==================== load_store_unit
--- src/rtl/load_store_unit.sv ---
// RV32I load/store unit: turns byte/half/word accesses into word-wide memory cycles,
// using read-modify-write for sub-word stores. Optional macro: LSU_MISALIGN_TRAP_EN.
module load_store_unit #(
    parameter int ADDR_WIDTH = 32,
    parameter int DATA_WIDTH = 32
) (
    input  logic                  clock,
    input  logic                  reset_n,
    input  logic                  iStart,
    input  logic                  iStore,
    input  logic [2:0]            iFunct3,
    input  logic [ADDR_WIDTH-1:0] iAddress,
    input  logic [DATA_WIDTH-1:0] iWriteData,
    output logic                  oBusy,
    output logic                  oDone,
    output logic                  oFault,
    output logic [DATA_WIDTH-1:0] oReadData,
    output logic [ADDR_WIDTH-1:0] oMemAddress,
    output logic [DATA_WIDTH-1:0] oMemData,
    output logic                  oMemRead,
    output logic                  oMemWrite,
    input  logic [DATA_WIDTH-1:0] iMemData
);

    typedef enum logic [1:0] {
        IDLE    = 2'd0,
        READ    = 2'd1,
        CAPTURE = 2'd2,
        WRITE   = 2'd3
    } state_t;

    state_t                r_state, w_state_nxt;
    logic                  r_store;
    logic [2:0]            r_funct3;
    logic [ADDR_WIDTH-1:0] r_addr;
    logic [15:0]           r_wdata;
    logic                  r_done, r_fault;
    logic [DATA_WIDTH-1:0] r_rdata, r_mdata;

    logic                  w_accept, w_illegal, w_fault, w_is_sw;
    logic                  w_done_nxt, w_fault_nxt;
    logic [ADDR_WIDTH-1:0] w_addr_eff;
    logic [7:0]            w_byte;
    logic [15:0]           w_half;
    logic [DATA_WIDTH-1:0] w_load_ext, w_merged;

    assign w_accept = (r_state == IDLE) && iStart;
    assign w_is_sw  = iStore && (iFunct3 == 3'b010);

    // Stores only have B/H/W encodings; loads additionally have BU/HU.
    always_comb begin
        w_illegal = 1'b0;
        if (iStore)
            w_illegal = iFunct3[2] || (iFunct3[1:0] == 2'b11);
        else
            w_illegal = (iFunct3 == 3'b011) || (iFunct3 == 3'b110) || (iFunct3 == 3'b111);
    end

`ifdef LSU_MISALIGN_TRAP_EN
    logic w_misaligned;
    assign w_misaligned = ((iFunct3[1:0] == 2'b01) && iAddress[0]) ||
                          ((iFunct3[1:0] == 2'b10) && (iAddress[1:0] != 2'b00));
    assign w_fault      = w_illegal || w_misaligned;
    assign w_addr_eff   = iAddress;
`else
    // Without the trap, misaligned halves/words are aligned down and proceed.
    assign w_fault = w_illegal;
    always_comb begin
        w_addr_eff = iAddress;
        if (iFunct3[1:0] == 2'b01)
            w_addr_eff[0] = 1'b0;
        else if (iFunct3[1:0] == 2'b10)
            w_addr_eff[1:0] = 2'b00;
    end
`endif

    always_ff @(posedge clock or negedge reset_n) begin
        if (!reset_n)
            r_state <= IDLE;
        else
            r_state <= w_state_nxt;
    end

    always_comb begin
        w_state_nxt = r_state;
        w_done_nxt  = 1'b0;
        w_fault_nxt = 1'b0;
        case (r_state)
            IDLE: begin
                if (iStart) begin
                    if (w_fault) begin
                        w_done_nxt  = 1'b1;
                        w_fault_nxt = 1'b1;
                    end else if (w_is_sw) begin
                        w_state_nxt = WRITE;
                    end else begin
                        w_state_nxt = READ;
                    end
                end
            end
            READ:    w_state_nxt = CAPTURE;
            CAPTURE: begin
                if (r_store) begin
                    w_state_nxt = WRITE;
                end else begin
                    w_state_nxt = IDLE;
                    w_done_nxt  = 1'b1;
                end
            end
            WRITE: begin
                w_state_nxt = IDLE;
                w_done_nxt  = 1'b1;
            end
            default: w_state_nxt = IDLE;
        endcase
    end

    // Little-endian lane select from the captured memory word.
    assign w_byte = iMemData[{r_addr[1:0], 3'b000} +: 8];
    assign w_half = iMemData[{r_addr[1], 4'b0000} +: 16];

    always_comb begin
        w_load_ext = iMemData;
        case (r_funct3)
            3'b000:  w_load_ext = {{24{w_byte[7]}}, w_byte};
            3'b001:  w_load_ext = {{16{w_half[15]}}, w_half};
            3'b100:  w_load_ext = {24'h000000, w_byte};
            3'b101:  w_load_ext = {16'h0000, w_half};
            default: w_load_ext = iMemData;
        endcase
    end

    always_comb begin
        w_merged = iMemData;
        if (r_funct3[1:0] == 2'b00)
            w_merged[{r_addr[1:0], 3'b000} +: 8] = r_wdata[7:0];
        else
            w_merged[{r_addr[1], 4'b0000} +: 16] = r_wdata;
    end

    always_ff @(posedge clock or negedge reset_n) begin
        if (!reset_n) begin
            r_store  <= 1'b0;
            r_funct3 <= 3'b000;
            r_addr   <= '0;
            r_wdata  <= '0;
            r_done   <= 1'b0;
            r_fault  <= 1'b0;
            r_rdata  <= '0;
            r_mdata  <= '0;
        end else begin
            r_done  <= w_done_nxt;
            r_fault <= w_fault_nxt;
            if (w_accept) begin
                r_store  <= iStore;
                r_funct3 <= iFunct3;
                r_addr   <= w_addr_eff;
                r_wdata  <= iWriteData[15:0];
                if (!w_fault && w_is_sw)
                    r_mdata <= iWriteData;
            end
            if (r_state == CAPTURE) begin
                if (r_store)
                    r_mdata <= w_merged;
                else
                    r_rdata <= w_load_ext;
            end
        end
    end

    // Memory strobes come straight from the state so reset kills them at once.
    assign oBusy       = (r_state != IDLE);
    assign oMemRead    = (r_state == READ);
    assign oMemWrite   = (r_state == WRITE);
    assign oMemAddress = {r_addr[ADDR_WIDTH-1:2], 2'b00};
    assign oMemData    = r_mdata;
    assign oReadData   = r_rdata;
    assign oDone       = r_done;
    assign oFault      = r_fault;

endmodule

--- config.mk ---
export PLATFORM = sky130hd
export DESIGN_NAME = load_store_unit
export DESIGN_NICKNAME = d
export VERILOG_FILES = /design/src/rtl/load_store_unit.sv
export SDC_FILE = /design/constraint.sdc
export NUM_CORES = 1
export LEC_CHECK = 0
export CAP_MARGIN = 0
export CORE_UTILIZATION = 45
export DETAILED_ROUTE_END_ITERATION = 8
export HOLD_SLACK_MARGIN = 0.03
export PLACE_DENSITY = 0.78
export SYNTH_ARGS = -nofsm -noshare
export SYNTH_HDL_FRONTEND = slang
export SYNTH_SLANG_ARGS = --single-unit
--- constraint.sdc ---
create_clock -name clock -period 4.8 [get_ports clock]
set_input_delay 0.48 -clock clock [delete_from_list [all_inputs] [get_ports clock]]
set_output_delay 0.48 -clock clock [all_outputs]
set_load 0.02 [all_outputs]
==================== dram_cpu_share
File: src/rtl/dram_cpu_share_pkg.sv
// Shared definitions for the DRAM CPU-port sharer: ownership state encoding,
// default address width and the Z80 run-length counter helper.
package dram_cpu_share_pkg;

  localparam int AW_DEFAULT = 21;
  localparam int ZRUN_W     = 4;

  typedef enum logic [1:0] {
    IDLE = 2'd0,
    ZOWN = 2'd1,
    DOWN = 2'd2
  } own_state_e;

  // Saturating increment: the run length never climbs past the forcing limit.
  function automatic logic [ZRUN_W-1:0] zrun_step(input logic [ZRUN_W-1:0] cur,
                                                  input logic [ZRUN_W-1:0] lim);
    return (cur >= lim) ? lim : cur + 1'b1;
  endfunction

endpackage

File: src/rtl/dram_cpu_share.sv
// Shares the arbiter's single CPU request port between the Z80 memory path and a
// DMA engine. Z80 has priority; a run-length counter bounds how long DMA can starve.
module dram_cpu_share
  import dram_cpu_share_pkg::*;
#(
  parameter int AW       = AW_DEFAULT,
  parameter int MAX_ZRUN = 4
) (
  input  logic          fclk,
  input  logic          rst_n,
  input  logic          z_req,
  input  logic          z_rnw,
  input  logic [AW-1:0] z_addr,
  input  logic          z_wrbsel,
  input  logic [7:0]    z_wrdata,
  output logic          z_strobe,
  output logic [15:0]   z_rddata,
  input  logic          d_req,
  input  logic          d_rnw,
  input  logic [AW-1:0] d_addr,
  input  logic          d_wrbsel,
  input  logic [7:0]    d_wrdata,
  output logic          d_strobe,
  output logic [15:0]   d_rddata,
  output logic          cpu_req,
  output logic          cpu_rnw,
  output logic [AW-1:0] cpu_addr,
  output logic          cpu_wrbsel,
  output logic [7:0]    cpu_wrdata,
  input  logic [15:0]   cpu_rddata,
  input  logic          cpu_strobe,
  output logic          dma_active,
  output logic [1:0]    dbg_state
);

  // Handshake: a requester raises *_req with stable fields and holds both until
  // its *_strobe pulse; the transfer is complete in that strobe cycle. Toward the
  // arbiter, cpu_req stays high with stable cpu_* fields until cpu_strobe, and
  // is withdrawn combinationally in the strobe cycle itself.

  localparam logic [ZRUN_W-1:0] ZRUN_LIM = ZRUN_W'(MAX_ZRUN);

  own_state_e        state_q, state_d;
  logic [ZRUN_W-1:0] zrun_q, zrun_d;
  logic              dma_active_q;
  logic              z_blocked;

  assign z_blocked = d_req & (zrun_q >= ZRUN_LIM);

  always_comb begin
    state_d = state_q;
    zrun_d  = zrun_q;
    case (state_q)
      IDLE: begin
        if (z_req && !z_blocked) begin
          state_d = ZOWN;
          zrun_d  = d_req ? zrun_step(zrun_q, ZRUN_LIM) : '0;
        end else if (d_req) begin
          state_d = DOWN;
          zrun_d  = '0;
        end
      end
      // Always pass through IDLE after a completion so the loser gets a look-in.
      ZOWN, DOWN: begin
        if (cpu_strobe) state_d = IDLE;
      end
      default: state_d = IDLE;
    endcase
  end

  always_ff @(posedge fclk or negedge rst_n) begin
    if (!rst_n) begin
      state_q      <= IDLE;
      zrun_q       <= '0;
      dma_active_q <= 1'b0;
    end else begin
      state_q      <= state_d;
      zrun_q       <= zrun_d;
      dma_active_q <= (state_d == DOWN);
    end
  end

  assign cpu_req    = (state_q != IDLE) & ~cpu_strobe;
  assign cpu_rnw    = dma_active_q ? d_rnw    : z_rnw;
  assign cpu_addr   = dma_active_q ? d_addr   : z_addr;
  assign cpu_wrbsel = dma_active_q ? d_wrbsel : z_wrbsel;
  assign cpu_wrdata = dma_active_q ? d_wrdata : z_wrdata;

  // A strobe arriving in IDLE belongs to an abandoned cycle and is dropped.
  assign z_strobe   = cpu_strobe & (state_q == ZOWN);
  assign d_strobe   = cpu_strobe & (state_q == DOWN);
  assign z_rddata   = cpu_rddata;
  assign d_rddata   = cpu_rddata;

  assign dma_active = dma_active_q;
  assign dbg_state  = state_q;

endmodule

File: config.mk
export PLATFORM = sky130hd
export DESIGN_NAME = dram_cpu_share
export DESIGN_NICKNAME = d
export VERILOG_FILES = /design/src/rtl/dram_cpu_share_pkg.sv /design/src/rtl/dram_cpu_share.sv
export SDC_FILE = /design/constraint.sdc
export NUM_CORES = 1
export LEC_CHECK = 0
export ABC_AREA = 1
export CAP_MARGIN = 20
export CORE_MARGIN = 5
export CORE_UTILIZATION = 23
export CTS_CLUSTER_SIZE = 25
export DETAILED_ROUTE_END_ITERATION = 16
export GPL_TIMING_DRIVEN = 0
export PLACE_DENSITY = 0.86
export SLEW_MARGIN = 15
export SYNTH_ARGS = -nofsm -noshare
export SYNTH_HDL_FRONTEND = slang
export SYNTH_SLANG_ARGS = --single-unit
File: constraint.sdc
create_clock -name fclk -period 1.3 [get_ports fclk]
set_input_delay 0.26 -clock fclk [delete_from_list [all_inputs] [get_ports fclk]]
set_output_delay 0.26 -clock fclk [all_outputs]
set_load 0.01 [all_outputs]
==> dram_cpu_share/metal_stack.png <==
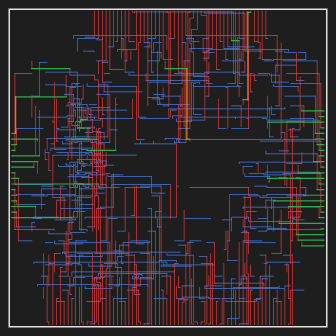
| colour | layer | wire length |
|---|---|---|
| orange | met4 | 46.9 µm |
| green | met3 | 236 µm |
| blue | met1 | 1850 µm |
| red | met2 | 2920 µm |
aggregate global-route resource usage: 0.156
via count: 1344
Routed WL: 5050 µm

==> run notes, dram_cpu_share <==
Figures from the flow reports.

Synth:
- The cell type that accounts for the most area after synthesis is sky130_fd_sc_hd__mux2_2.
- The run gives the number of warnings reported in the yosys synthesis log as 0.
- The synth_stat.txt file lists the number of cells as around 110.
- Before any placement, the netlist area is recorded as between 1000 and 1500 µm².
- In this run, synthesis inferred 0 flip-flops with an integrated enable.
- In this run the mean area of a mapped cell was around 9 µm².

Status:
- The run finished, with violations left.
- The final reports fail on setup timing.

Place:
- The run puts the count of port buffers added during placement at about 140.

Power:
- The run puts the power per unit of standard cell area at 1070 nW/µm².
- The run puts the power of the sequential group at about 360 µW.

Timing:
- The run puts the final-report hold violation count at 0.
- The run gives the worst path setup slack after routing as -0.344 ns.
- The run gives the maximum frequency from static timing analysis as 608 MHz.
- The worst pin sits at a relative slew slack of 0.795.
- The last timing report of the flow puts the setup violation total at 34.
- The run puts the transition at the pin with the smallest max-transition slack at 0.307 ns.

Global route:
- The run gives the number of antenna violations at the first check in global routing as 0.
- The run gives the number of global-route vias before repair as roughly 1400.

Worst setup path:
- In this run the critical register-to-register path is captured at zrun_q[0].
- The critical path endpoint has a required time of ~1.0 ns.
- The run puts the logic depth of the worst register-to-register path at 6.
- The run gives the cell seen most often among critical-path stages as sky130_fd_sc_hd__buf_6.
- The run gives the launch point of the critical path as dma_active.

Cells and area:
- Leaving out fill and tap cells, the most frequent cells in the layout are sky130_fd_sc_hd__clkdlybuf4s50_1, sky130_fd_sc_hd__buf_6, sky130_fd_sc_hd__buf_4, sky130_fd_sc_hd__mux2_4, sky130_fd_sc_hd__nand2_1.

Route:
- The run puts the via count normalized by instance count at 4.14.

Clocking:
- The run gives the number of buffers between clock root and the deepest sink as 2.
==> load_store_unit/final_congestion.png <==
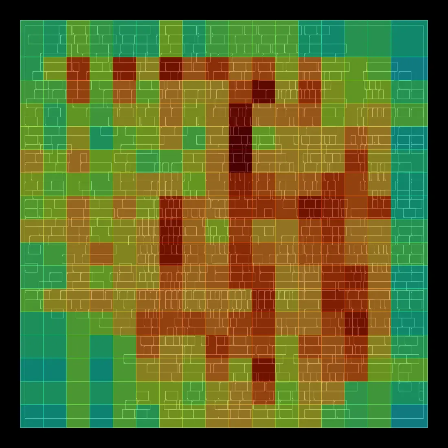
global routing usage on met2: 0.420
aggregate global-route resource usage: 0.269
global-route met3 utilization: 0.0569
final core utilization: 0.634

==> run notes, load_store_unit <==
Figures from the flow reports.

Status:
- The flow ran to the end, and the final reports show no timing, DRC or antenna violations.

Synth:
- The run puts the sequential-to-total area share from yosys stat at 0.469.
- The run gives the post-synthesis simple-gate area fraction as 0.131.
- The run gives the fraction of the mapped netlist area in adder cells as 0.00977.
- The run puts the yosys-reported design area after synthesis at between 6000 and 7000 µm².

Cells and area:
- The multi-input combinational cells in the finished layout cover a total of 2870 µm².
- Per the layout area report, the sequential fraction of cell area is 0.341.
- The run gives the register area as approximately 3000 µm².
- 0 antenna diodes ended up in the layout.
- The run puts the count of non-CTS buffers in the layout at 208.
- Of the total standard cell area in the layout, the multi-input combinational portion is 0.326.

Clocking:
- Post-CTS repair ended up resizing 0 cells.
- Clock tree synthesis inserted a total of 17 buffers.

Worst setup path:
- In this design, the stage delay of the slowest critical-path cell is roughly 0.7 ns.
- The run gives the setup slack of the most critical reg-to-reg path as 2.02 ns.
- STA lists the endpoint of the worst register-to-register path as oReadData[19].
- Per STA, the endpoint of the critical path is oReadData[19].

Route:
- The run gives the number of remaining DRC errors as 0.

Timing:
- Post-route period utilization is reported as 0.580.
- The run puts the transition at the pin with the smallest max-transition slack at between 1 and 1.5 ns.
- The run gives the worst slew margin relative to its limit as 0.140.

Power:
- The worst-case IR drop observed on VDD is 341 µV.
- The run puts the portion of total power attributed to the clock network at 0.191.
- The run puts the power of the sequential group at approximately 2000 µW.

Die:
- The die is about 120 µm wide.
- The run gives the floorplan core density as 0.461.

Global route:
- Routing resource usage on met1 recorded by global route was 0.353.
- The global router reports that the layer with the highest usage is met2.

Place:
- RePlAce ended its routability-driven mode at a weighted congestion of roughly 0.88.

==> layout pictures side by side <==
Routed clock nets over the placement.
The bar under the picture is 20 µm long.
picture 1
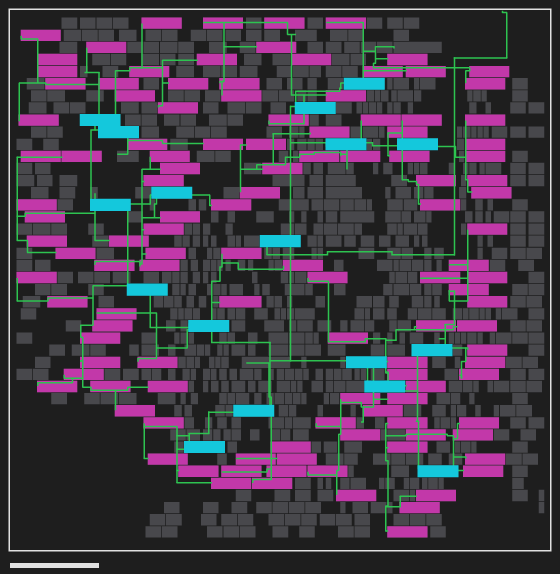
picture 2
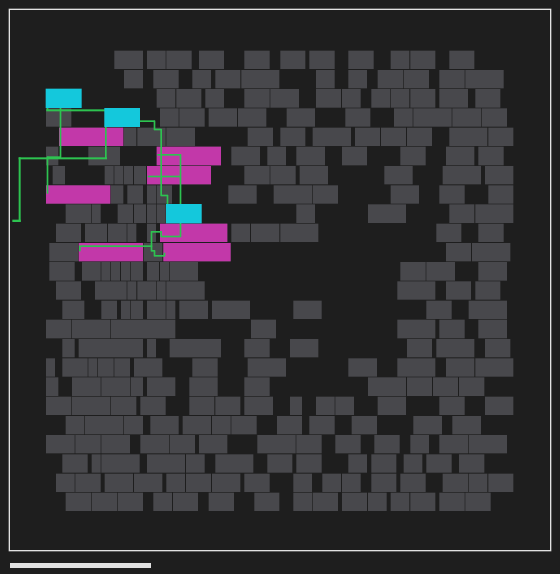
Picture 1 is load_store_unit.
Picture 2 is dram_cpu_share.
- largest die: picture 1
- most sequential cells: picture 1



==> notes/layouts.md <==
Pictures saved along the way, in no particular order.

Met3 routing.
The bar under the picture is 20 µm long.
shot_01.png
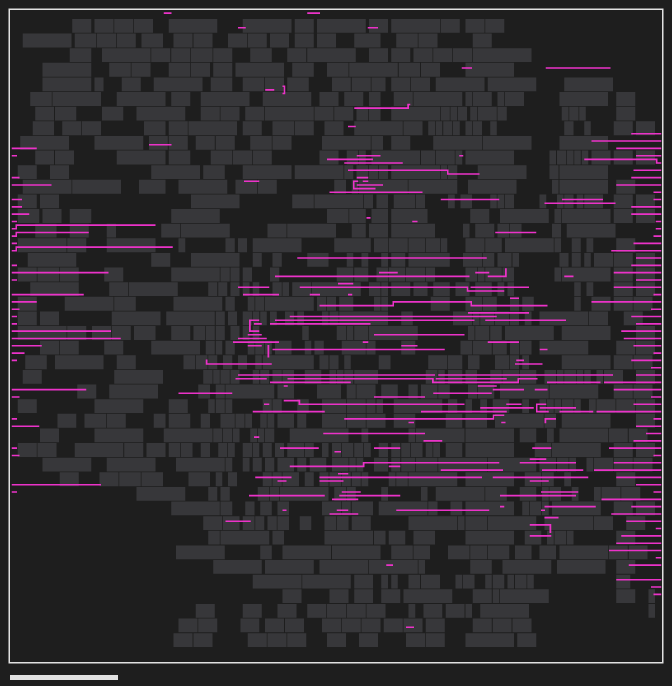
shot_02.png
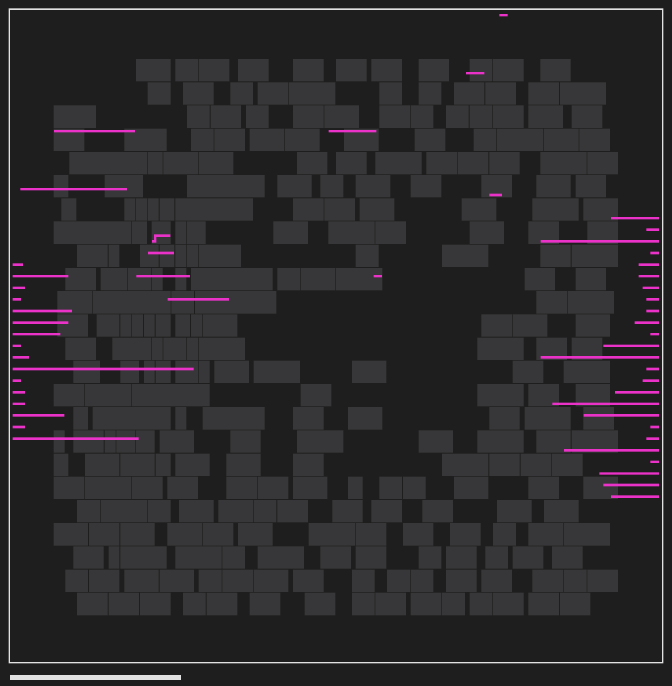
Of these, largest die: shot_01.png
shot_02.png comes from dram_cpu_share.
shot_01.png comes from load_store_unit.

Power is estimated from default activity; no workload was simulated.
